=== instr_fetch_q ===
### Drive-strength map, instr_fetch_q

(4 px per um)
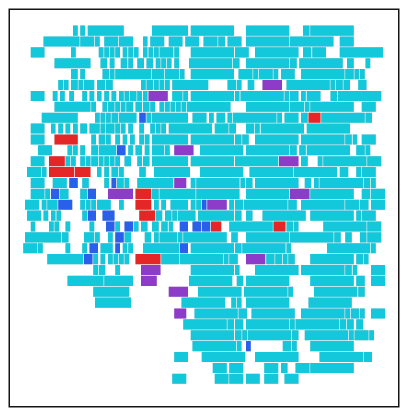
===== config.mk =====
export PLATFORM = sky130hd
export DESIGN_NAME = instr_fetch_q
export DESIGN_NICKNAME = d
export VERILOG_FILES = /design/src/rtl/cpu_pkg.sv /design/src/rtl/fetch_fifo.sv /design/src/rtl/instr_fetch_q.sv
export SDC_FILE = /design/constraint.sdc
export NUM_CORES = 1
export LEC_CHECK = 0
export ABC_AREA = 1
export CORE_AREA = 3 3 94 96
export DETAILED_ROUTE_END_ITERATION = 8
export DIE_AREA = 0 0 97 99
export PLACE_DENSITY = 0.91
export SKIP_LAST_GASP = 1
export SLEW_MARGIN = 10
export SYNTH_ARGS = -nofsm -noshare
export SYNTH_HDL_FRONTEND = slang
export SYNTH_HIERARCHICAL = 1
export SYNTH_SLANG_ARGS = --single-unit

===== constraint.sdc =====
create_clock -name clk -period 6.5 [get_ports clk]
set_clock_uncertainty 0.1 [all_clocks]
set_input_delay 0.65 -clock clk [delete_from_list [all_inputs] [get_ports clk]]
set_output_delay 0.65 -clock clk [all_outputs]
set_load 0.03 [all_outputs]

===== src/rtl/cpu_pkg.sv =====
// Shared fetch-stage types: PC/instruction widths, fetch-queue state encoding and queue entry layout.
package cpu_pkg;

    localparam int PC_W    = 12;
    localparam int INSTR_W = 9;

    typedef enum logic [1:0] {
        IDLE = 2'd0,
        RUN  = 2'd1,
        HALT = 2'd2
    } fq_state_t;

    typedef struct packed {
        logic [PC_W-1:0]    pc;
        logic [INSTR_W-1:0] instr;
    } fetch_entry_t;

endpackage


===== src/rtl/fetch_fifo.sv =====
// Synchronous FIFO holding packed {pc, instr} fetch entries; flush clears pointers and count
// and takes priority over push/pop.
module fetch_fifo
    import cpu_pkg::*;
#(
    parameter int DATA_W = $bits(fetch_entry_t),
    parameter int DEPTH  = 4
)
(
    input  logic                       clk,
    input  logic                       reset,
    input  logic                       i_push,
    input  logic                       i_pop,
    input  logic                       i_flush,
    input  logic [DATA_W-1:0]          i_data,
    output logic [DATA_W-1:0]          o_data,
    output logic [$clog2(DEPTH+1)-1:0] o_count,
    output logic                       o_full,
    output logic                       o_empty
);

    localparam int PTR_W = $clog2(DEPTH);
    localparam int CNT_W = $clog2(DEPTH+1);

    logic [DATA_W-1:0] r_mem [DEPTH];
    logic [PTR_W-1:0]  r_wr_ptr;
    logic [PTR_W-1:0]  r_rd_ptr;
    logic [CNT_W-1:0]  r_count;
    logic              w_push;
    logic              w_pop;

    assign o_full  = (r_count == CNT_W'(DEPTH));
    assign o_empty = (r_count == '0);
    assign o_count = r_count;
    assign o_data  = r_mem[r_rd_ptr];

    // Callers should already gate these; guard anyway so the count can never over/underflow.
    assign w_push = i_push && !o_full && !i_flush;
    assign w_pop  = i_pop && !o_empty && !i_flush;

    always_ff @(posedge clk) begin
        if (w_push) begin
            r_mem[r_wr_ptr] <= i_data;
        end
    end

    always_ff @(posedge clk or negedge reset) begin
        if (!reset) begin
            r_wr_ptr <= '0;
            r_rd_ptr <= '0;
            r_count  <= '0;
        end else if (i_flush) begin
            r_wr_ptr <= '0;
            r_rd_ptr <= '0;
            r_count  <= '0;
        end else begin
            if (w_push) begin
                r_wr_ptr <= r_wr_ptr + PTR_W'(1);
            end
            if (w_pop) begin
                r_rd_ptr <= r_rd_ptr + PTR_W'(1);
            end
            case ({w_push, w_pop})
                2'b10:   r_count <= r_count + CNT_W'(1);
                2'b01:   r_count <= r_count - CNT_W'(1);
                default: r_count <= r_count;
            endcase
        end
    end

endmodule


===== src/rtl/instr_fetch_q.sv =====
// Fetch stage: drives the instruction ROM address, queues {pc, mach_code} for decode, redirects on
// taken branches and halts at DONE_PC. Define FETCHQ_STATS_EN to add the bubble_cnt stall counter.
module instr_fetch_q
    import cpu_pkg::*;
#(
    parameter int D       = 12,
    parameter int W       = 9,
    parameter int DEPTH   = 4,
    parameter int DONE_PC = 400
)
(
    input  logic         clk,
    input  logic         reset,
    input  logic         start,
    output logic [D-1:0] rom_addr,
    input  logic [W-1:0] rom_data,
    input  logic         jump_en,
    input  logic [D-1:0] jump_target,
    output logic         deq_valid,
    input  logic         deq_ready,
    output logic [W-1:0] deq_instr,
    output logic [D-1:0] deq_pc,
    output logic         halted
`ifdef FETCHQ_STATS_EN
   ,output logic [15:0]  bubble_cnt
`endif
);

    localparam int CNT_W = $clog2(DEPTH+1);
    // A DONE_PC beyond the PC range can never match, so fetch simply wraps.
    localparam bit            DONE_REACHABLE = (DONE_PC < (1 << D));
    localparam logic [D-1:0]  DONE_PC_V      = D'(DONE_PC);

    fq_state_t        r_state;
    fq_state_t        w_state_nxt;
    logic [D-1:0]     r_fetch_pc;
    logic [CNT_W-1:0] w_count;
    logic             w_full;
    logic             w_empty;
    logic             w_run;
    logic             w_at_done;
    logic             w_pop;
    logic             w_push;
    logic             w_jump;
    logic             w_flush;
    logic [D+W-1:0]   w_wr_data;
    logic [D+W-1:0]   w_rd_data;

    assign w_run     = (r_state == RUN);
    assign w_at_done = DONE_REACHABLE && (r_fetch_pc == DONE_PC_V);
    assign deq_valid = (w_count != '0);
    assign w_pop     = deq_valid && deq_ready;
    assign w_jump    = w_run && jump_en && w_pop && !start;
    assign w_flush   = start || w_jump;
    // Push looks only at the registered count: a full queue does not refill in the cycle it pops.
    assign w_push    = w_run && !w_at_done && !w_full && !w_flush;

    assign w_wr_data = {r_fetch_pc, rom_data};
    assign deq_pc    = w_rd_data[D+W-1:W];
    assign deq_instr = w_rd_data[W-1:0];
    assign rom_addr  = r_fetch_pc;
    assign halted    = (r_state == HALT);

    fetch_fifo #(
        .DATA_W (D+W),
        .DEPTH  (DEPTH)
    ) u_fifo (
        .clk     (clk),
        .reset   (reset),
        .i_push  (w_push),
        .i_pop   (w_pop),
        .i_flush (w_flush),
        .i_data  (w_wr_data),
        .o_data  (w_rd_data),
        .o_count (w_count),
        .o_full  (w_full),
        .o_empty (w_empty)
    );

    always_ff @(posedge clk or negedge reset) begin
        if (!reset) begin
            r_state <= IDLE;
        end else begin
            r_state <= w_state_nxt;
        end
    end

    always_comb begin
        w_state_nxt = r_state;
        case (r_state)
            IDLE: if (start) w_state_nxt = RUN;
            RUN: begin
                if (start) begin
                    w_state_nxt = RUN;
                end else if (w_at_done && w_empty) begin
                    w_state_nxt = HALT;
                end
            end
            HALT: if (start) w_state_nxt = RUN;
            default: w_state_nxt = IDLE;
        endcase
    end

    always_ff @(posedge clk or negedge reset) begin
        if (!reset) begin
            r_fetch_pc <= '0;
        end else if (start) begin
            r_fetch_pc <= '0;
        end else if (w_jump) begin
            r_fetch_pc <= jump_target;
        end else if (w_push) begin
            r_fetch_pc <= r_fetch_pc + D'(1);
        end
    end

`ifdef FETCHQ_STATS_EN
    logic [15:0] r_bubble_cnt;

    always_ff @(posedge clk or negedge reset) begin
        if (!reset) begin
            r_bubble_cnt <= '0;
        end else if (start) begin
            r_bubble_cnt <= '0;
        end else if (w_run && deq_ready && !deq_valid && (r_bubble_cnt != 16'hFFFF)) begin
            r_bubble_cnt <= r_bubble_cnt + 16'd1;
        end
    end

    assign bubble_cnt = r_bubble_cnt;
`endif

endmodule


==> qor.yml <==
synth:
  ys_seq_frac: 0.6397
  top_cells_by_count: "97 x nand2_1, 84 x edfxtp_1, 61 x nor2_1"
  edf_count: 84
  yosysWarnings: 6
place:
  place_area_sq_um: 5421
  place_inst: 600
  post-place-ws_ns: 3.001
  dp_hpwl_mm: 6.565
setup_path:
  ff2ff_path_depth: 9
  crit_end: "deq_pc[11]"
  required_ns: 5.75
  reg2reg_to: "u_fifo/r_mem[3][10]"
global_route:
  grt_util_met2: 0.3604
sta:
  setup_violations: 0
  rsz0062_at_grt: "no"
finish:
  areaGrowthSynthToFinish_pct: 17.54
outcome:
  status: "completed"
drt:
  postRouteAntennaNets: 0
min_path:
  holdPathStages: 2
About 'Drive-strength map' of instr_fetch_q:
legend:
  red:
    size: x3 and x4
    cells: 11
    most_used: nand2_4
  purple:
    size: x6 and larger
    cells: 13
    most_used: clkbuf_8
  blue:
    size: x2
    cells: 21
  cyan:
    size: x1 and smaller
    cells: 466
    most_used: nand2_1

[registers in the layout (all words and copies together) (netlist names)]
| signal | cells |
|---|---|
| u_fifo/r_rd_ptr | 2 |
| r_state | 2 |
| u_fifo/o_count | 3 |
| rom_addr | 12 |
| u_fifo/r_mem | 84 |
| u_fifo/r_wr_ptr | 2 |
[layout make-up]
class                   count  area (sq um)
flip-flops and latches    105          3048
multi-input cells         296          1496
fillers                   559          2534
well taps                 105         131.4
clock buffers              10         127.6
inverters                  33         137.6
clock inverters             6         51.30
repair buffers             61         608.1

=== bfp_scale_ctrl ===
### Placement density heat map, bfp_scale_ctrl

(3 px per um) The die is cut into 10 by 12 equal tiles; dark blue is low, red is high, 0 to 100% covered.
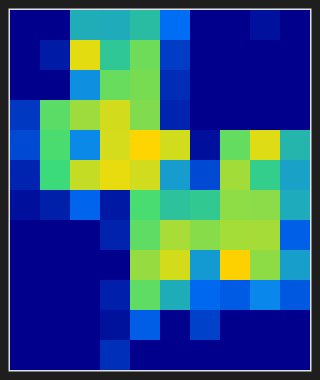
### Met1 routing, bfp_scale_ctrl

(4 px per um) Supply wires on this layer in gray.
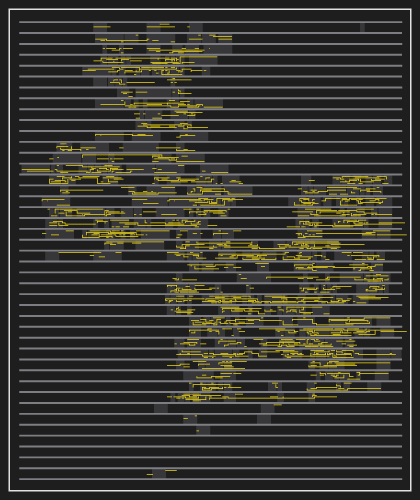
File: config.mk
export PLATFORM = sky130hd
export DESIGN_NAME = bfp_scale_ctrl
export DESIGN_NICKNAME = d
export VERILOG_FILES = /design/src/rtl/fft_pkg.sv /design/src/rtl/hdr_detect.sv /design/src/rtl/bfp_scale_ctrl.sv
export SDC_FILE = /design/constraint.sdc
export NUM_CORES = 1
export LEC_CHECK = 0
export CAP_MARGIN = 20
export CORE_AREA = 2 2 98 118
export CTS_CLUSTER_SIZE = 14
export DETAILED_ROUTE_END_ITERATION = 8
export DIE_AREA = 0 0 100 120
export SLEW_MARGIN = 20
export SYNTH_ARGS = -nofsm -noshare
export SYNTH_HDL_FRONTEND = slang
export SYNTH_SLANG_ARGS = --single-unit
File: constraint.sdc
create_clock -name mclk -period 19.5 [get_ports mclk]
set_clock_uncertainty 0.1 [all_clocks]
set_input_delay 1.95 -clock mclk [delete_from_list [all_inputs] [get_ports mclk]]
set_output_delay 1.95 -clock mclk [all_outputs]
set_load 0.01 [all_outputs]
File: src/rtl/fft_pkg.sv
// Shared definitions for the pipelined FFT block-floating-point logic.
//   DEFAULT_DATA_W : default signed sample width seen between FFT stages
//   bfp_state_e    : ACC / UPDATE encodings of the scale-controller FSM
//   clog2()        : ceiling log2 usable in parameter expressions
package fft_pkg;

  localparam int DEFAULT_DATA_W = 16;

  typedef enum logic {
    ST_ACC    = 1'b0,
    ST_UPDATE = 1'b1
  } bfp_state_e;

  // clog2(1) = 0, clog2(2) = 1, clog2(4) = 2, clog2(5) = 3.
  function automatic int clog2(input int value);
    int result;
    int v;
    result = 0;
    v      = value - 1;
    while (v > 0) begin
      result = result + 1;
      v      = v >> 1;
    end
    return result;
  endfunction

endpackage

File: src/rtl/hdr_detect.sv
// Combinational headroom detector for one signed sample.
// Headroom is the count of leading bits equal to the sign bit, minus one
// (the sign bit itself), so it ranges 0..DATA_W-1.
//   i_data : signed sample (DATA_W bits)
//   o_hr   : headroom in bits (HR_W bits)
module hdr_detect
  import fft_pkg::*;
#(
  parameter int DATA_W = DEFAULT_DATA_W,
  parameter int HR_W   = clog2(DATA_W)
) (
  input  logic [DATA_W-1:0] i_data,
  output logic [HR_W-1:0]   o_hr
);

  logic run_c;

  // Walk down from just below the sign bit; stop at the first bit that
  // differs from the sign.
  always_comb begin
    o_hr  = '0;
    run_c = 1'b1;
    for (int i = DATA_W - 2; i >= 0; i--) begin
      if (run_c && (i_data[i] == i_data[DATA_W-1])) begin
        o_hr = o_hr + HR_W'(1);
      end else begin
        run_c = 1'b0;
      end
    end
  end

endmodule

File: src/rtl/bfp_scale_ctrl.sv
// Block-floating-point scale controller for one pipelined FFT stage.
// Tracks the minimum headroom of valid samples over each 2^LGN-sample
// frame and, once per frame, issues the right-shift the next stage's
// rounding datapath must apply, accumulating a saturating exponent.
//
// Ports:
//   mclk        : clock
//   i_init      : synchronous active-high reset; wins over a same-cycle i_vld
//   i_vld       : sample valid; every high cycle is one accepted sample (no
//                 back-pressure exists, so nothing is ever stalled or lost)
//   i_data      : signed sample
//   o_shift     : shift for the next frame, held between updates
//   o_shift_vld : one-cycle pulse when o_shift / o_exp update
//   o_exp       : cumulative shift since init, saturating at 2^EXP_W-1
//   o_clip_cnt  : frames whose shift was clamped to MAX_SHIFT, saturating
//                 (present only when BFP_SCALE_CTRL_STATS_EN is defined)
//
// Timing: the edge accepting a frame's last sample moves the FSM to UPDATE;
// UPDATE latches the requested shift; the following edge applies it, so
// o_shift_vld is high after the second edge following the last sample.
module bfp_scale_ctrl
  import fft_pkg::*;
#(
  parameter int DATA_W    = DEFAULT_DATA_W,
  parameter int LGN       = 10,
  parameter int GUARD     = 1,
  parameter int MAX_SHIFT = 3,
  parameter int EXP_W     = 8,
  parameter int SHIFT_W   = clog2(MAX_SHIFT + 1)
) (
  input  logic               mclk,
  input  logic               i_init,
  input  logic               i_vld,
  input  logic [DATA_W-1:0]  i_data,
  output logic [SHIFT_W-1:0] o_shift,
  output logic               o_shift_vld,
  output logic [EXP_W-1:0]   o_exp
`ifdef BFP_SCALE_CTRL_STATS_EN
  ,
  output logic [15:0]        o_clip_cnt
`endif
);

  localparam int HR_W  = clog2(DATA_W);
  localparam int REQ_W = (clog2(GUARD + 1) > 1) ? clog2(GUARD + 1) : 1;
  localparam int SUM_W = ((EXP_W > SHIFT_W) ? EXP_W : SHIFT_W) + 1;

  bfp_state_e         state_q, state_d;
  logic [LGN-1:0]     cnt_q, cnt_d;
  logic [HR_W-1:0]    min_hr_q, min_hr_d;
  logic               pend_q, pend_d;
  logic [REQ_W-1:0]   req_q, req_d;
  logic [SHIFT_W-1:0] shift_q, shift_d;
  logic               shift_vld_q, shift_vld_d;
  logic [EXP_W-1:0]   exp_q, exp_d;
  logic [HR_W-1:0]    hr_c;
  logic [SHIFT_W-1:0] shift_new_c;
  logic [SUM_W-1:0]   exp_sum_c;
`ifdef BFP_SCALE_CTRL_STATS_EN
  logic [15:0]        clip_cnt_q, clip_cnt_d;
`endif

  hdr_detect #(
    .DATA_W (DATA_W),
    .HR_W   (HR_W)
  ) u_hdr_detect (
    .i_data (i_data),
    .o_hr   (hr_c)
  );

  // Clamp the latched request and form the unsaturated exponent sum.
  always_comb begin
    shift_new_c = (int'(req_q) > MAX_SHIFT) ? SHIFT_W'(MAX_SHIFT) : SHIFT_W'(req_q);
    exp_sum_c   = SUM_W'(exp_q) + SUM_W'(shift_new_c);
  end

  always_comb begin
    state_d     = state_q;
    cnt_d       = cnt_q;
    min_hr_d    = min_hr_q;
    pend_d      = 1'b0;
    req_d       = req_q;
    shift_d     = shift_q;
    shift_vld_d = 1'b0;
    exp_d       = exp_q;
`ifdef BFP_SCALE_CTRL_STATS_EN
    clip_cnt_d  = clip_cnt_q;
`endif

    // Second stage of the update: publish the shift and the exponent.
    if (pend_q) begin
      shift_d     = shift_new_c;
      shift_vld_d = 1'b1;
      if (exp_sum_c > SUM_W'({EXP_W{1'b1}})) begin
        exp_d = '1;
      end else begin
        exp_d = EXP_W'(exp_sum_c);
      end
`ifdef BFP_SCALE_CTRL_STATS_EN
      if ((int'(req_q) > MAX_SHIFT) && (clip_cnt_q != 16'hFFFF)) begin
        clip_cnt_d = clip_cnt_q + 16'd1;
      end
`endif
    end

    case (state_q)
      ST_ACC: begin
        if (i_vld) begin
          cnt_d = cnt_q + LGN'(1);
          if (hr_c < min_hr_q) begin
            min_hr_d = hr_c;
          end
          // Last sample of the frame: the counter wraps to zero here.
          if (cnt_q == '1) begin
            state_d = ST_UPDATE;
          end
        end
      end
      ST_UPDATE: begin
        state_d = ST_ACC;
        pend_d  = 1'b1;
        if (int'(min_hr_q) < GUARD) begin
          req_d = REQ_W'(GUARD - int'(min_hr_q));
        end else begin
          req_d = '0;
        end
        // A sample arriving now opens the next frame.
        if (i_vld) begin
          min_hr_d = hr_c;
          cnt_d    = LGN'(1);
        end else begin
          min_hr_d = HR_W'(DATA_W - 1);
          cnt_d    = '0;
        end
      end
      default: begin
        state_d = ST_ACC;
      end
    endcase
  end

  always_ff @(posedge mclk) begin
    if (i_init) begin
      state_q     <= ST_ACC;
      cnt_q       <= '0;
      min_hr_q    <= HR_W'(DATA_W - 1);
      pend_q      <= 1'b0;
      req_q       <= '0;
      shift_q     <= '0;
      shift_vld_q <= 1'b0;
      exp_q       <= '0;
`ifdef BFP_SCALE_CTRL_STATS_EN
      clip_cnt_q  <= '0;
`endif
    end else begin
      state_q     <= state_d;
      cnt_q       <= cnt_d;
      min_hr_q    <= min_hr_d;
      pend_q      <= pend_d;
      req_q       <= req_d;
      shift_q     <= shift_d;
      shift_vld_q <= shift_vld_d;
      exp_q       <= exp_d;
`ifdef BFP_SCALE_CTRL_STATS_EN
      clip_cnt_q  <= clip_cnt_d;
`endif
    end
  end

  assign o_shift     = shift_q;
  assign o_shift_vld = shift_vld_q;
  assign o_exp       = exp_q;
`ifdef BFP_SCALE_CTRL_STATS_EN
  assign o_clip_cnt  = clip_cnt_q;
`endif

endmodule

==> qor.yml <==
outcome:
  status: "completed"
drt:
  drt-initial-drc-count: 111
synth:
  syn_avg_cell_area_sq_um: 7.413
  edf_count: 0
floorplanning:
  pin_count: 30
min_path:
  min_to: "state_q"
finish:
  nonClkBufAreaFrac: 0.09308
  flop_area_sq_um: 540.5
  fin_util: 0.2829
  combGateArea_sq_um: 1963
  seq_share: 0.1748
setup_path:
  rrSetupSlack_ns: 17.55
  required_ns: 19.57
  ff2ff_path_depth: 8
cts:
  cts.path.max_buffers: 2
place:
  place_area_sq_um: 3013
power_and_ir_drop:
  intPower_w: 0.0001001
Notes on 'Placement density heat map' of bfp_scale_ctrl above:
emptiest ninth of the die: top right
mean over tiles: 24%
tiles over 75% full: 1.7%

Notes on 'Met1 routing' of bfp_scale_ctrl above:
share of all routed wire: 46%
wire length on this layer: 2690 um
final WL: 5.881 mm
routed vias: 2535
global-route track usage on met1: 0.1213

==> flip-flops by register name, indices dropped and copies added (netlist names) <==
register and count:
cnt_q 10, o_exp 8, min_hr_q 4, o_shift 1, o_shift_vld 1, pend_q 1, req_q 1, state_q 1
==> per-stage QoR <==
step                      cells  total power [W]  setup WS, ns  hold slack [ns]
after floorplan             358       0.00008529         11.50           0.3205
after global placement      504       0.00009409         10.51           0.3316
after detailed placement    504       0.00009496         10.42           0.3392
after CTS                   508        0.0001417         10.67           0.3506
after global routing        508        0.0001484         9.948           0.3772
final                       508        0.0001399         10.66           0.3519

=== blink_rtc ===
### Placement density heat map, blink_rtc

(3 px per um) The die is cut into 11 by 11 equal tiles; dark blue is low, red is high, 0 to 100% covered.
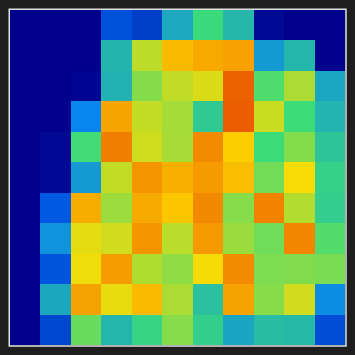
### Cell outlines without signal wires, blink_rtc

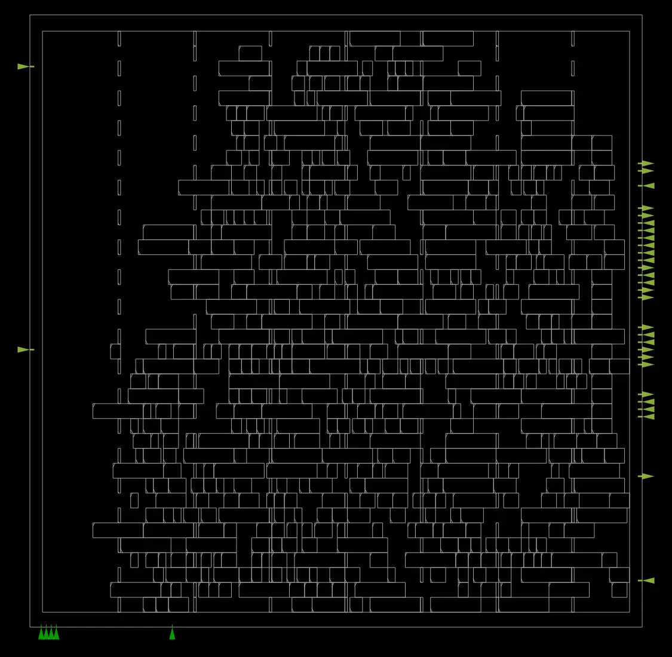
$ cat src/rtl/blink_pkg.sv
// blink_pkg: I/O port addresses and timer status bit indices shared across the blink gate array.
package blink_pkg;
    localparam logic [7:0] ADDR_TACK = 8'hB4;
    localparam logic [7:0] ADDR_TMK  = 8'hB5;
    localparam logic [7:0] ADDR_TSTA = 8'hB5;
    localparam logic [7:0] ADDR_TIM0 = 8'hD0;
    localparam logic [7:0] ADDR_TIM1 = 8'hD1;
    localparam logic [7:0] ADDR_TIM2 = 8'hD2;
    localparam logic [7:0] ADDR_TIM3 = 8'hD3;
    localparam logic [7:0] ADDR_TIM4 = 8'hD4;
    localparam int TSTA_TICK = 0;
    localparam int TSTA_SEC  = 1;
    localparam int TSTA_MIN  = 2;
endpackage

$ cat src/rtl/rtc_stat_latch.sv
// rtc_stat_latch: sticky status bit; set beats clear so a coincident event is never lost.
module rtc_stat_latch (
    input  logic mck,
    input  logic rin_n,
    input  logic set,
    input  logic clr,
    output logic q
);
    always_ff @(posedge mck or negedge rin_n)
        if (!rin_n) q <= 1'b0;
        else        q <= set ? 1'b1 : clr ? 1'b0 : q;
endmodule

$ cat src/rtl/blink_rtc.sv
// blink_rtc: prescaled tick -> second -> minute counters with sticky masked interrupt status
// and tearing-free snapshot reads of the upper counters.
module blink_rtc
    import blink_pkg::*;
#(
    parameter int TICK_DIV = 49153,
    parameter int TIM0_MAX = 199,
    parameter int TIM1_MAX = 59,
    parameter int TIMM_W   = 21
) (
    input  logic       mck,
    input  logic       rin_n,
    input  logic       tick_en,
    input  logic       restim,
    input  logic       reg_wr,
    input  logic       reg_rd,
    input  logic [7:0] reg_addr,
    input  logic [7:0] reg_wdata,
    output logic [7:0] reg_rdata,
    output logic [2:0] tsta,
    output logic       rtc_int,
    output logic       tick_pls
);
    localparam int TCK_W = $clog2(TICK_DIV);
    localparam int T0_W  = $clog2(TIM0_MAX + 1);
    localparam int T1_W  = $clog2(TIM1_MAX + 1);

    logic [TCK_W-1:0]  tck;
    logic [T0_W-1:0]   tim0;
    logic [T1_W-1:0]   tim1, sh_t1;
    logic [TIMM_W-1:0] timm, sh_tm;
    logic [2:0]        tmk, ev;
    logic [23:0]       tm24;
    logic [7:0]        rd_nxt;
    logic              ovf, tick, sec, min, wrap, tack, rd_hit;
    logic              unused_wdata;

    assign tick    = tick_en && !restim && tck == TCK_W'(TICK_DIV - 1);
    assign sec     = tick && tim0 == T0_W'(TIM0_MAX);
    assign min     = sec && tim1 == T1_W'(TIM1_MAX);
    assign wrap    = min && &timm;
    assign ev      = {min, sec, tick};
    assign tack    = reg_wr && reg_addr == ADDR_TACK;
    assign rtc_int = |(tsta & tmk);
    assign tm24    = 24'(sh_tm);
    assign unused_wdata = ^reg_wdata[6:3];

    always_ff @(posedge mck or negedge rin_n)
        if (!rin_n) begin
            tck      <= '0;
            tim0     <= '0;
            tim1     <= '0;
            timm     <= '0;
            tick_pls <= 1'b0;
        end else begin
            tick_pls <= tick;
            if (restim) begin
                tck  <= '0;
                tim0 <= '0;
                tim1 <= '0;
                timm <= '0;
            end else begin
                if (tick_en) tck <= tick ? '0 : tck + 1'b1;
                if (tick)    tim0 <= sec ? '0 : tim0 + 1'b1;
                if (sec)     tim1 <= min ? '0 : tim1 + 1'b1;
                if (min)     timm <= timm + 1'b1;
            end
        end

    for (genvar i = 0; i < 3; i++) begin : g_sta
        rtc_stat_latch u_sta (
            .mck   (mck),
            .rin_n (rin_n),
            .set   (ev[i]),
            .clr   (tack && reg_wdata[i]),
            .q     (tsta[i])
        );
    end

    rtc_stat_latch u_ovf (
        .mck   (mck),
        .rin_n (rin_n),
        .set   (wrap),
        .clr   (tack && reg_wdata[7]),
        .q     (ovf)
    );

    always_comb begin
        rd_hit = reg_rd && (reg_addr == ADDR_TSTA || (reg_addr >= ADDR_TIM0 && reg_addr <= ADDR_TIM4));
        rd_nxt = reg_addr == ADDR_TSTA ? {ovf, 4'b0, tsta} :
                 reg_addr == ADDR_TIM0 ? 8'(tim0) :
                 reg_addr == ADDR_TIM1 ? 8'(sh_t1) :
                 reg_addr == ADDR_TIM2 ? tm24[7:0] :
                 reg_addr == ADDR_TIM3 ? tm24[15:8] : tm24[23:16];
    end

    // Reading TIM0 freezes tim1/timm so a multi-byte read sees one consistent instant.
    always_ff @(posedge mck or negedge rin_n)
        if (!rin_n) begin
            tmk       <= '0;
            reg_rdata <= '0;
            sh_t1     <= '0;
            sh_tm     <= '0;
        end else begin
            if (reg_wr && reg_addr == ADDR_TMK) tmk <= reg_wdata[2:0];
            if (rd_hit) reg_rdata <= rd_nxt;
            if (reg_rd && reg_addr == ADDR_TIM0) begin
                sh_t1 <= tim1;
                sh_tm <= timm;
            end
        end
endmodule
$ cat config.mk
export PLATFORM = sky130hd
export DESIGN_NAME = blink_rtc
export DESIGN_NICKNAME = d
export VERILOG_FILES = /design/src/rtl/blink_pkg.sv /design/src/rtl/rtc_stat_latch.sv /design/src/rtl/blink_rtc.sv
export SDC_FILE = /design/constraint.sdc
export NUM_CORES = 1
export LEC_CHECK = 0
export CAP_MARGIN = 15
export CORE_MARGIN = 2
export CORE_UTILIZATION = 42
export DETAILED_ROUTE_END_ITERATION = 8
export GPL_ROUTABILITY_DRIVEN = 1
export PLACE_DENSITY_LB_ADDON = 0.3
export SYNTH_ARGS = -nofsm -noshare
export SYNTH_HDL_FRONTEND = slang
export SYNTH_SLANG_ARGS = --single-unit
$ cat constraint.sdc
create_clock -name mck -period 2.3 [get_ports mck]
set_clock_uncertainty 0.2 [all_clocks]
set_input_delay 0.23 -clock mck [delete_from_list [all_inputs] [get_ports mck]]
set_output_delay 0.23 -clock mck [all_outputs]
set_load 0.03 [all_outputs]
==> qor.yml <==
sta:
  fmax_ghz: 0.4330
  setup_violations: 3
  timing.final.ws_setup_ns: -0.009400
synth:
  top_cells_by_count: "94 x dfrtp_1, 40 x nand2_1, 37 x a21oi_1"
  edf_count: 0
  top_area_frac: 0.4822
setup_path:
  slowest_delay_ns: 0.55
  ff2ff_path_depth: 7
  rrSetupSlack_ns: -0.009
global_route:
  antenna_found_initial: 0
  grt_pass1_vias: 3951
cts:
  cts_buffers: 9
  hold_buffers: 1
  cts_setup_buffers: 0
  cts_root_buf: "clkbuf_16"
outcome:
  status: "finished with violations"
  violations: "setup timing"
finish:
  combGateArea_sq_um: 2461
  design_area_sq_um: 6113
  antennaDiodeCount: 0
drt:
  via_count: 4008
  drc: 0
place:
  place_inst: 685
About 'Placement density heat map' of blink_rtc:
densest ninth of the die: middle
tiles over 75% full: 22%
mean over tiles: 48%
nearly empty tiles: 20%
final core occ: 0.5377
CORE AREA: 11370 sq um
starting density of the core: 0.4291

About 'Cell outlines without signal wires' of blink_rtc:
sequential share of cell area: 0.3848
Tapcells: 143
fill count: 1030
flop count: 94

==> kinds of logic after synthesis <==
logic type,synth area share
buf+inv,0.03514
compound gates,0.1154
simple gates,0.2339
fa+ha+maj,0.01282
xor+xnor,0.02154
mux,0.09900
flops,0.4822
==> routing by layer <==
layer  vias to the layer above  part of all wire  wire, um
li1                       1937                 -         -
met1                      1987              0.45      5362
met2                        71              0.50      5883
met3                        13             0.032       375
met4                         0             0.018       217
met5                         -                 0         0

=== bip_result_tx ===
File: src/rtl/bip_result_tx_pkg.sv
// rtl/bip_result_tx_pkg.sv - shared BIP result transmitter types and constants
package bip_result_tx_pkg;

  typedef enum logic [1:0] {
    ST_IDLE  = 2'd0,
    ST_START = 2'd1,
    ST_DATA  = 2'd2,
    ST_STOP  = 2'd3
  } tx_state_t;

  localparam int FRAME_BYTES = 3;
  localparam int BYTE_BITS   = 8;

  localparam logic [1:0] LAST_BYTE = 2'(FRAME_BYTES - 1);
  localparam logic [2:0] LAST_BIT  = 3'(BYTE_BITS - 1);

  // Frame order: accumulator high byte, accumulator low byte, cycle count.
  function automatic logic [7:0] frame_byte(input logic [15:0] acc,
                                            input logic [7:0]  cnt,
                                            input logic [1:0]  idx);
    case (idx)
      2'd0:    frame_byte = acc[15:8];
      2'd1:    frame_byte = acc[7:0];
      default: frame_byte = cnt;
    endcase
  endfunction

endpackage

File: src/rtl/bip_result_tx_baud_gen.sv
// rtl/bip_result_tx_baud_gen.sv - bit-period counter with synchronous clear
module bip_baud_gen #(
  parameter int BAUD_DIV = 10416
) (
  input  logic clk,
  input  logic rst_n,
  input  logic clear,
  output logic tick
);

  localparam logic [15:0] LAST = 16'(BAUD_DIV - 1);

  logic [15:0] cnt;

  always_ff @(posedge clk or negedge rst_n) begin
    if (!rst_n) begin
      cnt <= '0;
    end else if (clear || cnt == LAST) begin
      cnt <= '0;
    end else begin
      cnt <= cnt + 16'd1;
    end
  end

  // Tick marks the final cycle of a bit period; a cleared counter never ticks.
  assign tick = !clear && (cnt == LAST);

endmodule

File: src/rtl/bip_result_tx.sv
// rtl/bip_result_tx.sv - sends BIP accumulator and cycle count as a 3-byte 8N1 UART frame
module bip_result_tx
  import bip_result_tx_pkg::*;
#(
  parameter int BAUD_DIV = 10416
) (
  input  logic        clk,
  input  logic        reset,
  input  logic        done,
  input  logic [15:0] acumulador,
  input  logic [7:0]  clk_count,
  output logic        tx,
  output logic        busy,
  output logic        sent
);

  tx_state_t   state;
  logic        done_d;
  logic [15:0] lat_acc;
  logic [7:0]  lat_cnt;
  logic [1:0]  byte_idx;
  logic [2:0]  bit_idx;
  logic        tick;
  logic        trigger;
  logic [7:0]  cur_byte;
  logic [2:0]  nxt_bit;

  assign trigger  = done && !done_d;
  assign cur_byte = frame_byte(lat_acc, lat_cnt, byte_idx);
  assign nxt_bit  = bit_idx + 3'd1;

  // Holding the timer cleared in IDLE restarts the bit period on the trigger edge.
  bip_baud_gen #(.BAUD_DIV(BAUD_DIV)) u_baud (
    .clk   (clk),
    .rst_n (reset),
    .clear (state == ST_IDLE),
    .tick  (tick)
  );

  always_ff @(posedge clk or negedge reset) begin
    if (!reset) begin
      state    <= ST_IDLE;
      done_d   <= 1'b0;
      lat_acc  <= '0;
      lat_cnt  <= '0;
      byte_idx <= '0;
      bit_idx  <= '0;
      tx       <= 1'b1;
      busy     <= 1'b0;
      sent     <= 1'b0;
    end else begin
      done_d <= done;
      sent   <= 1'b0;
      case (state)
        ST_IDLE: begin
          tx   <= 1'b1;
          busy <= 1'b0;
          if (trigger) begin
            lat_acc  <= acumulador;
            lat_cnt  <= clk_count;
            byte_idx <= '0;
            bit_idx  <= '0;
            state    <= ST_START;
            tx       <= 1'b0;
            busy     <= 1'b1;
          end
        end
        ST_START: begin
          if (tick) begin
            state   <= ST_DATA;
            bit_idx <= '0;
            tx      <= cur_byte[0];
          end
        end
        ST_DATA: begin
          if (tick) begin
            if (bit_idx == LAST_BIT) begin
              state   <= ST_STOP;
              bit_idx <= '0;
              tx      <= 1'b1;
            end else begin
              bit_idx <= nxt_bit;
              tx      <= cur_byte[nxt_bit];
            end
          end
        end
        ST_STOP: begin
          if (tick) begin
            if (byte_idx == LAST_BYTE) begin
              state    <= ST_IDLE;
              byte_idx <= '0;
              busy     <= 1'b0;
              sent     <= 1'b1;
              tx       <= 1'b1;
            end else begin
              state    <= ST_START;
              byte_idx <= byte_idx + 2'd1;
              tx       <= 1'b0;
            end
          end
        end
        default: begin
          state <= ST_IDLE;
          tx    <= 1'b1;
          busy  <= 1'b0;
        end
      endcase
    end
  end

endmodule

File: config.mk
export PLATFORM = sky130hd
export DESIGN_NAME = bip_result_tx
export DESIGN_NICKNAME = d
export VERILOG_FILES = /design/src/rtl/bip_result_tx_pkg.sv /design/src/rtl/bip_result_tx_baud_gen.sv /design/src/rtl/bip_result_tx.sv
export SDC_FILE = /design/constraint.sdc
export NUM_CORES = 1
export LEC_CHECK = 0
export CAP_MARGIN = 20
export CORE_ASPECT_RATIO = 1.1
export CORE_UTILIZATION = 31
export CTS_BUF_LIST = sky130_fd_sc_hd__clkbuf_8
export DETAILED_ROUTE_END_ITERATION = 8
export GPL_ROUTABILITY_DRIVEN = 0
export PLACE_DENSITY = 0.51
export SLEW_MARGIN = 30
export SYNTH_ARGS = -nofsm -noshare
export SYNTH_HDL_FRONTEND = slang
export SYNTH_SLANG_ARGS = --single-unit
File: constraint.sdc
create_clock -name clk -period 2.8 [get_ports clk]
set_input_delay 0.56 -clock clk [delete_from_list [all_inputs] [get_ports clk]]
set_output_delay 0.56 -clock clk [all_outputs]
set_load 0.005 [all_outputs]
### Placement density heat map, bip_result_tx

(4 px per um) The die is cut into 9 by 10 equal tiles; dark blue is low, red is high, 0 to 100% covered.
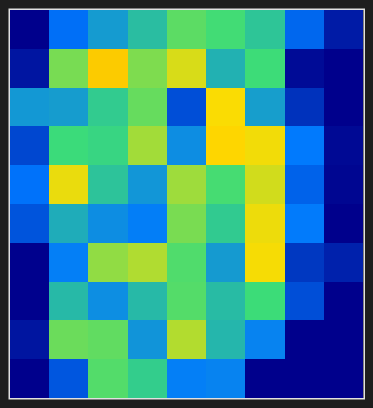
emptiest ninth of the die: bottom right
nearly empty tiles: 17%
tiles over 75% full: 2.2%

==> qor.yml <==
power_and_ir_drop:
  seq_power_w: 0.000737
  combPwrFrac: 0.044
  p_seq_frac: 0.581
  top_power_group: "registers"
  power_density_nw_per_um2: 414.9
  intPower_w: 0.0009968
finish:
  layout-drive-gt1-share: 0.2122
  seq_share: 0.4179
  logic_gates: 148
synth:
  synthesis.nets: 248
  fa_ha_area_frac: 0.03445
  async_reset_ff_frac: 1.000
  ys_seq_frac: 0.5025
  syn_inst: 214
  mux_area_frac: 0.1954
global_route:
  top_usage_layer: "met2"
  gr-usage-met3: 0.02048
  antenna_found_initial: 0
outcome:
  status: "completed"
sta:
  setup_violations: 0
  finalMaxSlewViolations: 0
  fin_worst_skew_ns: 0.005016
  worstMarginPinSlew_ns: 0.6193
floorplanning:
  chip_area_sq_um: 8568
  die_y_um: 96.98
  die_w_um: 88.35
drt:
  maxUsedRoutingLayer: "met4"
cts:
  cts.path.max_buffers: 2
  clk_pin_slew_ns: 0.09
min_path:
  holdCritPathClass: "in -> async"
-- stage by stage --
| step | instances | util |
|---|---|---|
| 5_1_grt | 353 | 0.3863 |
| 3_3_place_gp | 345 | 0.3732 |
| 6_report | 353 | 0.3863 |
| 3_5_place_dp | 345 | 0.3732 |
| 4_1_cts | 353 | 0.3863 |
| 2_1_floorplan | 214 | - |
-- sequential cells by signal, indices dropped and copies added (netlist names), 2 cells and up --
register	count
byte_idx	2
state	2
lat_cnt	8
lat_acc	16
u_baud.cnt	16
bit_idx	3

=== steer_en_cmp ===
### Port wiring, steer_en_cmp

(3 px per um)
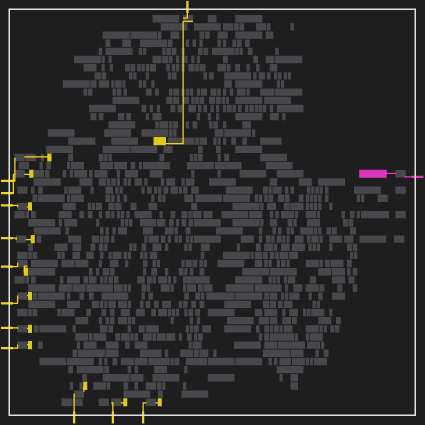
### Placement density heat map, steer_en_cmp

(3 px per um) The die is cut into 13 by 13 equal tiles; dark blue is low, red is high, 0 to 100% covered.
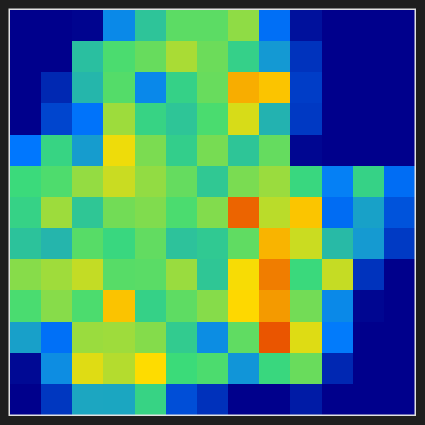
### Drive-strength map, steer_en_cmp

(3 px per um)
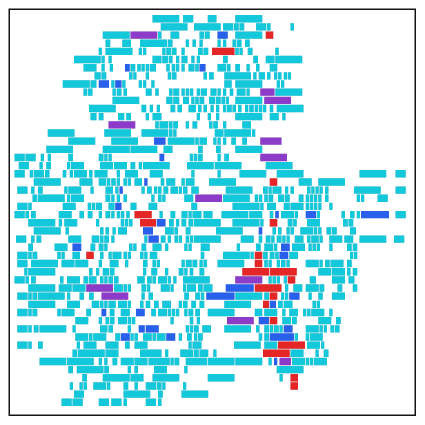
--- src/rtl/steer_en_cmp.sv ---
// Load-cell compare pipeline and settle timer for the steering-enable state machine.
// Define LD_AVG_EN to average the last four samples per cell ahead of the compare stage.
module steer_en_cmp #(
   parameter bit          fast_sim     = 1'b0,
   parameter logic [12:0] MIN_RIDER_WT = 13'h200,
   parameter logic [12:0] HYSTERESIS   = 13'h040
) (
   input  logic        clk,
   input  logic        rst_n,
   input  logic [11:0] lft_ld,
   input  logic [11:0] rght_ld,
   input  logic        ld_vld,
   input  logic        clr_tmr,
   output logic        sum_gt_min,
   output logic        sum_lt_min,
   output logic        diff_gt_eigth,
   output logic        diff_gt_15_16,
   output logic        cmp_vld,
   output logic        tmr_full
);

   localparam logic [26:0] LIMIT = fast_sim ? 27'd32767 : 27'd64_999_999;

   localparam logic signed [13:0] UPPER =
      $signed({1'b0, MIN_RIDER_WT}) + $signed({1'b0, HYSTERESIS});
   localparam logic signed [13:0] LOWER_RAW =
      $signed({1'b0, MIN_RIDER_WT}) - $signed({1'b0, HYSTERESIS});
   // A negative lower limit clamps to 0, so sum_lt_min can never fire.
   localparam logic signed [13:0] LOWER = (LOWER_RAW < 14'sd0) ? 14'sd0 : LOWER_RAW;

   logic [11:0] lft_s1, rght_s1;
   logic        vld1_q, vld2_q;
   logic [12:0] sum_q, sum_d;
   logic [11:0] diff_q, diff_d;
   logic [26:0] tmr_cnt_q;

`ifdef LD_AVG_EN
   logic [3:0][11:0] lft_sr_q, rght_sr_q;
   logic [13:0]      lft_acc, rght_acc;

   always_ff @(posedge clk or negedge rst_n) begin
      if (!rst_n) begin
         lft_sr_q  <= '0;
         rght_sr_q <= '0;
      end else if (ld_vld) begin
         lft_sr_q  <= {lft_sr_q[2:0], lft_ld};
         rght_sr_q <= {rght_sr_q[2:0], rght_ld};
      end
   end

   always_comb begin
      lft_acc  = 14'(lft_sr_q[0]) + 14'(lft_sr_q[1]) + 14'(lft_sr_q[2]) + 14'(lft_sr_q[3]);
      rght_acc = 14'(rght_sr_q[0]) + 14'(rght_sr_q[1]) + 14'(rght_sr_q[2])
               + 14'(rght_sr_q[3]);
      lft_s1   = lft_acc[13:2];
      rght_s1  = rght_acc[13:2];
   end
`else
   logic [11:0] lft_q, rght_q;

   always_ff @(posedge clk or negedge rst_n) begin
      if (!rst_n) begin
         lft_q  <= '0;
         rght_q <= '0;
      end else if (ld_vld) begin
         lft_q  <= lft_ld;
         rght_q <= rght_ld;
      end
   end

   assign lft_s1  = lft_q;
   assign rght_s1 = rght_q;
`endif

   always_comb begin
      sum_d  = {1'b0, lft_s1} + {1'b0, rght_s1};
      diff_d = (lft_s1 >= rght_s1) ? (lft_s1 - rght_s1) : (rght_s1 - lft_s1);
   end

   always_ff @(posedge clk or negedge rst_n) begin
      if (!rst_n) begin
         vld1_q <= 1'b0;
         vld2_q <= 1'b0;
         sum_q  <= '0;
         diff_q <= '0;
      end else begin
         vld1_q <= ld_vld;
         vld2_q <= vld1_q;
         sum_q  <= sum_d;
         diff_q <= diff_d;
      end
   end

   logic signed [13:0] sum_s;
   logic [12:0]        sum_15_16;

   always_comb begin
      sum_s     = $signed({1'b0, sum_q});
      sum_15_16 = sum_q - (sum_q >> 4);
   end

   // Flags only move on a valid sample; otherwise they hold.
   always_ff @(posedge clk or negedge rst_n) begin
      if (!rst_n) begin
         sum_gt_min    <= 1'b0;
         sum_lt_min    <= 1'b1;
         diff_gt_eigth <= 1'b0;
         diff_gt_15_16 <= 1'b0;
         cmp_vld       <= 1'b0;
      end else begin
         cmp_vld <= vld2_q;
         if (vld2_q) begin
            sum_gt_min    <= (sum_s > UPPER);
            sum_lt_min    <= (sum_s < LOWER);
            diff_gt_eigth <= ({1'b0, diff_q} > {3'b000, sum_q[12:3]});
            diff_gt_15_16 <= ({1'b0, diff_q} > sum_15_16);
         end
      end
   end

   always_ff @(posedge clk or negedge rst_n) begin
      if (!rst_n) begin
         tmr_cnt_q <= '0;
      end else if (clr_tmr) begin
         tmr_cnt_q <= '0;
      end else if (tmr_cnt_q != LIMIT) begin
         tmr_cnt_q <= tmr_cnt_q + 27'd1;
      end
   end

   assign tmr_full = (tmr_cnt_q == LIMIT);

endmodule

--- config.mk ---
export PLATFORM = sky130hd
export DESIGN_NAME = steer_en_cmp
export DESIGN_NICKNAME = d
export VERILOG_FILES = /design/src/rtl/steer_en_cmp.sv
export SDC_FILE = /design/constraint.sdc
export NUM_CORES = 1
export LEC_CHECK = 0
export ABC_AREA = 1
export CAP_MARGIN = 25
export CORE_UTILIZATION = 35
export DETAILED_ROUTE_END_ITERATION = 10
export RECOVER_POWER = 100
export SETUP_SLACK_MARGIN = 0.15
export SYNTH_ARGS = -nofsm -noshare
export SYNTH_HDL_FRONTEND = slang
export SYNTH_SLANG_ARGS = --single-unit
--- constraint.sdc ---
create_clock -name clk -period 2.8 [get_ports clk]
set_input_delay 0.56 -clock clk [delete_from_list [all_inputs] [get_ports clk]]
set_output_delay 0.56 -clock clk [all_outputs]
set_load 0.02 [all_outputs]
==> qor.yml <==
finish:
  combGateArea_sq_um: 3696
  flop_area_sq_um: 2056
setup_path:
  critPathSlowestCell: "dfrtp_2"
  worst-path-buf-inv: 2
global_route:
  grt_util_met2: 0.2523
min_path:
  holdPathStages: 0
outcome:
  status: "finished with violations"
  violations: "capacitance limit, slew limit"
sta:
  finalMaxSlewViolations: 34
  min_period_over_period: 0.9490
drt:
  wl_met2_mm: 6.334
cts:
  cts.path.max_buffers: 2
synth:
  synthesis.nets: 901
job:
  drv_cap: 1
place:
  gp_congestion: 0.8843
power_and_ir_drop:
  vdd_drop_max_uv: 352.6
floorplanning:
  pin_count: 34
About 'Port wiring' of steer_en_cmp:
legend:
  yellow:
    port: lft_ld
    direction: input
    edge: 8 left, 3 bottom, 1 top
    end_cells: 12
    buffers: 12
    wire: 125 um
  magenta:
    port: cmp_vld
    direction: output
    edge: right
    end_cells: 1
    buffers: 1
    wire: 6.40 um

About 'Placement density heat map' of steer_en_cmp:
nearly empty tiles: 22%
tiles over 75% full: 5.9%
fullest tile: 90%
densest ninth of the die: middle
emptiest ninth of the die: top right

About 'Drive-strength map' of steer_en_cmp:
legend:
  purple:
    size: x6 and larger
    cells: 12
    most_used: clkbuf_16
  red:
    size: x3 and x4
    cells: 20
    most_used: buf_4
  blue:
    size: x2
    cells: 34
  cyan:
    size: x1 and smaller
    cells: 779
    most_used: nand2_1

[area by class of cell]
class / count / share of cell area
Clock buffer: 11 / 0.03407
Clock inverter: 3 / 0.002459
Inverter: 104 / 0.05515
Multi-Input combinational cell: 598 / 0.5188
Sequential cell: 82 / 0.2885
Tap cell: 225 / 0.03952
Timing Repair Buffer: 47 / 0.06147
[stage by stage]
stage                       TNS, ns  worst slack [ns]  power [W]
final                             0            0.1429   0.005324
after global routing       -0.03393          -0.03393   0.005821
after CTS                         0           0.09132   0.005156
after detailed placement  -0.003105         -0.003105   0.004044
after global placement            0           0.07479   0.004007
after floorplan                   0            0.1501   0.003391

=== bcd2bin_flat ===
==> config.mk <==
export PLATFORM = sky130hd
export DESIGN_NAME = bcd2bin_flat
export DESIGN_NICKNAME = d
export VERILOG_FILES = /design/src/rtl/bcd2bin_if.sv /design/src/rtl/bcd2bin.sv /design/src/flat_wrapper.sv
export SDC_FILE = /design/constraint.sdc
export NUM_CORES = 1
export LEC_CHECK = 0
export CAP_MARGIN = 20
export CELL_PAD_IN_SITES_DETAIL_PLACEMENT = 1
export CELL_PAD_IN_SITES_GLOBAL_PLACEMENT = 1
export CORE_ASPECT_RATIO = 1.1
export CORE_MARGIN = 8
export CORE_UTILIZATION = 43
export CTS_BUF_LIST = sky130_fd_sc_hd__clkbuf_8
export DETAILED_ROUTE_END_ITERATION = 10
export PLACE_DENSITY_LB_ADDON = 0.05
export SETUP_SLACK_MARGIN = 0.3
export SLEW_MARGIN = 20
export SYNTH_ARGS = -nofsm -noshare
export SYNTH_HDL_FRONTEND = slang
export SYNTH_SLANG_ARGS = --single-unit
==> constraint.sdc <==
create_clock -name clk -period 1.5 [get_ports clk]
set_input_delay 0.3 -clock clk [delete_from_list [all_inputs] [get_ports clk]]
set_output_delay 0.3 -clock clk [all_outputs]
set_load 0.1 [all_outputs]
==> src/rtl/bcd2bin_if.sv <==
// bcd2bin_if: handshake/data bundle for the bcd2bin converter.
//   en      - start request (master -> slave)
//   bcd_in  - 4-digit packed BCD operand (master -> slave)
//   bin_out - 12-bit binary result (slave -> master)
//   ready   - one-cycle completion pulse (slave -> master)
//   err     - invalid digit or overflow flag, valid with ready (slave -> master)
interface bcd2bin_if;
    logic        en;
    logic [15:0] bcd_in;
    logic [11:0] bin_out;
    logic        ready;
    logic        err;

    modport master (output en, bcd_in, input bin_out, ready, err);
    modport slave  (input en, bcd_in, output bin_out, ready, err);
endinterface

==> src/rtl/bcd2bin.sv <==
// bcd2bin: sequential 4-digit BCD to 12-bit binary converter using a
// 16-step reverse double-dabble (shift right, then subtract 3 from any
// BCD digit >= 8).
//   clk  - system clock, rising edge
//   RSTN - synchronous active-low reset
//   bus  - bcd2bin_if.slave: en/bcd_in in; bin_out/ready/err out
// A conversion loaded at edge k completes at edge k+16 (ready high for one
// cycle), then returns to IDLE at k+17; next load is possible at k+18.
module bcd2bin (
    input  logic        clk,
    input  logic        RSTN,
    bcd2bin_if.slave    bus
);

    typedef enum logic [1:0] {IDLE, SHIFT, DONE} state_t;

    state_t      state_q, state_d;
    logic [15:0] bcd_q, bcd_d;
    logic [15:0] acc_q, acc_d;
    logic [3:0]  cnt_q, cnt_d;
    logic        bad_q, bad_d;
    logic [11:0] bin_out_q, bin_out_d;
    logic        err_q, err_d;
    logic        ready_q, ready_d;

    // Any nibble above 9 makes the operand invalid.
    function automatic logic has_bad_digit(input logic [15:0] v);
        logic b;
        b = 1'b0;
        for (int i = 0; i < 4; i++)
            if (v[4*i +: 4] > 4'd9) b = 1'b1;
        return b;
    endfunction

    // Undo the BCD weighting after a right shift: a digit that received a
    // '1' from its upper neighbour became >= 8, but that bit is worth 5 in
    // decimal, so take 3 away. Digits >= 8 never underflow.
    function automatic logic [15:0] dabble_fix(input logic [15:0] v);
        logic [15:0] r;
        r = v;
        for (int i = 0; i < 4; i++)
            if (r[4*i+3]) r[4*i +: 4] = r[4*i +: 4] - 4'd3;
        return r;
    endfunction

    always_comb begin
        state_d   = state_q;
        bcd_d     = bcd_q;
        acc_d     = acc_q;
        cnt_d     = cnt_q;
        bad_d     = bad_q;
        bin_out_d = bin_out_q;
        err_d     = err_q;
        ready_d   = 1'b0;
        case (state_q)
            IDLE: begin
                if (bus.en) begin
                    bcd_d   = bus.bcd_in;
                    acc_d   = 16'd0;
                    cnt_d   = 4'd0;
                    bad_d   = has_bad_digit(bus.bcd_in);
                    state_d = SHIFT;
                end
            end
            SHIFT: begin
                // {bcd, acc} >> 1: BCD LSB drops into accumulator bit 15.
                acc_d = {bcd_q[0], acc_q[15:1]};
                bcd_d = dabble_fix({1'b0, bcd_q[15:1]});
                cnt_d = cnt_q + 4'd1;
                if (cnt_q == 4'd15) begin
                    state_d = DONE;
                    ready_d = 1'b1;
                    if (bad_q) begin
                        bin_out_d = 12'd0;
                        err_d     = 1'b1;
                    end else if (acc_d[15:12] != 4'd0) begin
                        bin_out_d = 12'hFFF;  // saturate above 4095
                        err_d     = 1'b1;
                    end else begin
                        bin_out_d = acc_d[11:0];
                        err_d     = 1'b0;
                    end
                end
            end
            DONE:    state_d = IDLE;
            default: state_d = IDLE;
        endcase
    end

    always_ff @(posedge clk) begin
        if (!RSTN) begin
            state_q   <= IDLE;
            bcd_q     <= 16'd0;
            acc_q     <= 16'd0;
            cnt_q     <= 4'd0;
            bad_q     <= 1'b0;
            bin_out_q <= 12'd0;
            err_q     <= 1'b0;
            ready_q   <= 1'b0;
        end else begin
            state_q   <= state_d;
            bcd_q     <= bcd_d;
            acc_q     <= acc_d;
            cnt_q     <= cnt_d;
            bad_q     <= bad_d;
            bin_out_q <= bin_out_d;
            err_q     <= err_d;
            ready_q   <= ready_d;
        end
    end

    assign bus.bin_out = bin_out_q;
    assign bus.err     = err_q;
    assign bus.ready   = ready_q;

endmodule

==> src/flat_wrapper.sv <==
// flat-port wrapper written by rule: the top's interface ports become plain ports
module bcd2bin_flat 
  (clk, RSTN, bus_en, bus_bcd_in, bus_bin_out, bus_ready, bus_err);
  bcd2bin_if bus_i ();
  input  logic clk;
  input  logic RSTN;
  input wire logic [$bits(bus_i.en)-1:0] bus_en;
  input wire logic [$bits(bus_i.bcd_in)-1:0] bus_bcd_in;
  output wire logic [$bits(bus_i.bin_out)-1:0] bus_bin_out;
  output wire logic [$bits(bus_i.ready)-1:0] bus_ready;
  output wire logic [$bits(bus_i.err)-1:0] bus_err;
  assign bus_i.en = bus_en;
  assign bus_i.bcd_in = bus_bcd_in;
  assign bus_bin_out = bus_i.bin_out;
  assign bus_ready = bus_i.ready;
  assign bus_err = bus_i.err;
  bcd2bin u_core (.clk(clk), .RSTN(RSTN), .bus(bus_i));
endmodule
### Port wiring, bcd2bin_flat

(4 px per um)
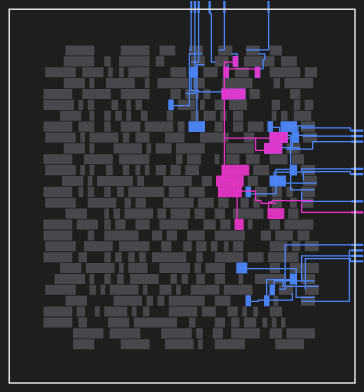
legend:
  blue:
    port: bus_bcd_in
    direction: input
    edge: 10 right, 6 top
    end_cells: 20
    buffers: 16
    wire: 503 um
  magenta:
    port: bus_en
    direction: input
    edge: right
    end_cells: 11
    buffers: 2
    wire: 122 um

==> qor.yml <==
cts:
  cts_root_buf: "clkbuf_8"
  cts_resized: 32
synth:
  fa_ha_area_frac: 0.02155
  ys_sh_simple: 0.1972
  yosysTopAreaCell: "dfxtp_1"
  ff_type: "dfxtp_1"
  mux_area_frac: 0.02748
power_and_ir_drop:
  comb_power_w: 0.000519
  seq_power_w: 0.00149
  top_power_group: "registers"
  p_clk_frac: 0.326
place:
  place_area_sq_um: 2964
  place_inst: 359
finish:
  fillers: 565
  nonClkBufAreaFrac: 0.2289
  flop_area_sq_um: 1074
  top_register: "u_core.bcd_q"
  signal_buffers: 64
outcome:
  status: "completed"
setup_path:
  end_kind: "flop"
drt:
  wl_per_cell_um: 18.52
global_route:
  gr-usage-met3: 0.04211
sta:
  setup_violations: 0
## worst max-delay path, stage by stage, from the launching register on
cell and delay [ns]:
dfxtp_2 0.37, or3b_4 0.41, buf_6 0.15, o221a_1 0.20, o21a_1 0.10
## worst min path at each step
stage	endpoint	slack, ns	cells after the start
finish	u_core.acc_q[7]	0.48	2
global route	u_core.bus.bin_out[4]	0.50	1
CTS	u_core.acc_q[7]	0.48	2
detailed placement	u_core.cnt_q[0]	0.46	1
global placement	u_core.cnt_q[0]	0.44	1
floorplan	u_core.cnt_q[0]	0.42	1


==> gallery <==
Cell outlines without signal wires.
shot_01.png
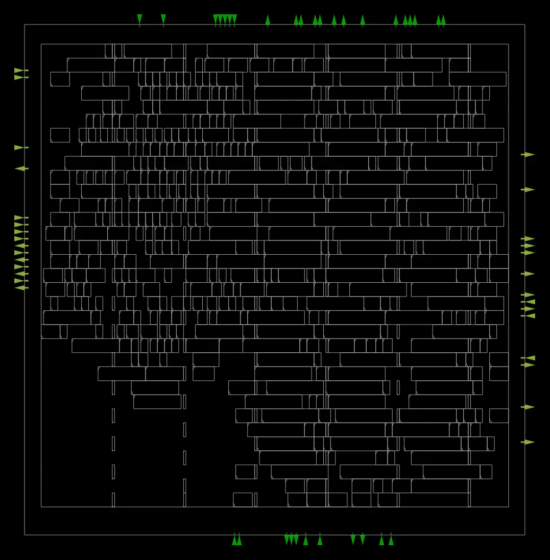
shot_02.png
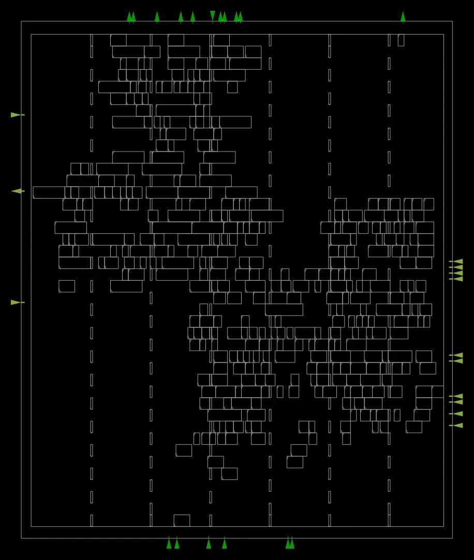
shot_03.png
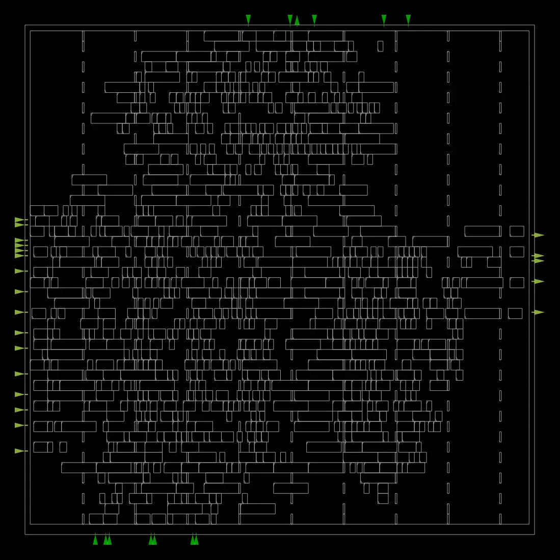
shot_04.png
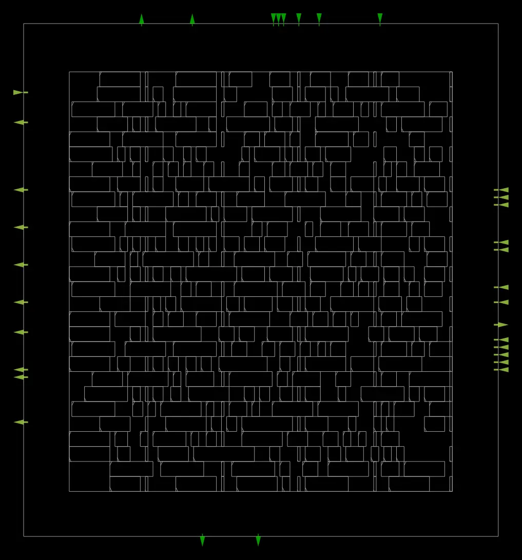
shot_05.png
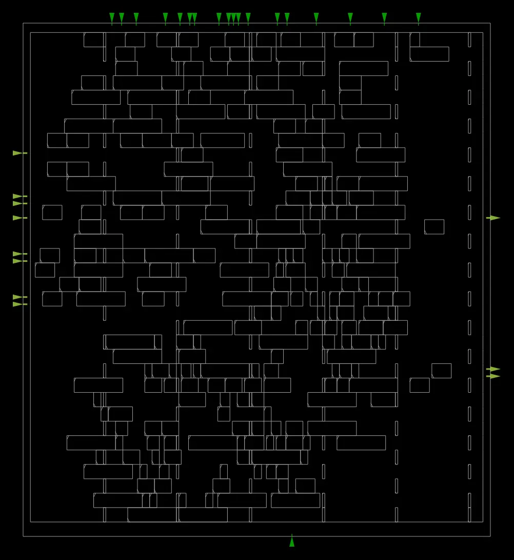
- most sequential cells: shot_01.png
- shot_03.png = steer_en_cmp
- shot_02.png = bfp_scale_ctrl
- shot_04.png = bcd2bin_flat
- shot_05.png = bip_result_tx
- shot_01.png = instr_fetch_q

No activity file was given, so power comes from the tool's default toggle rates.
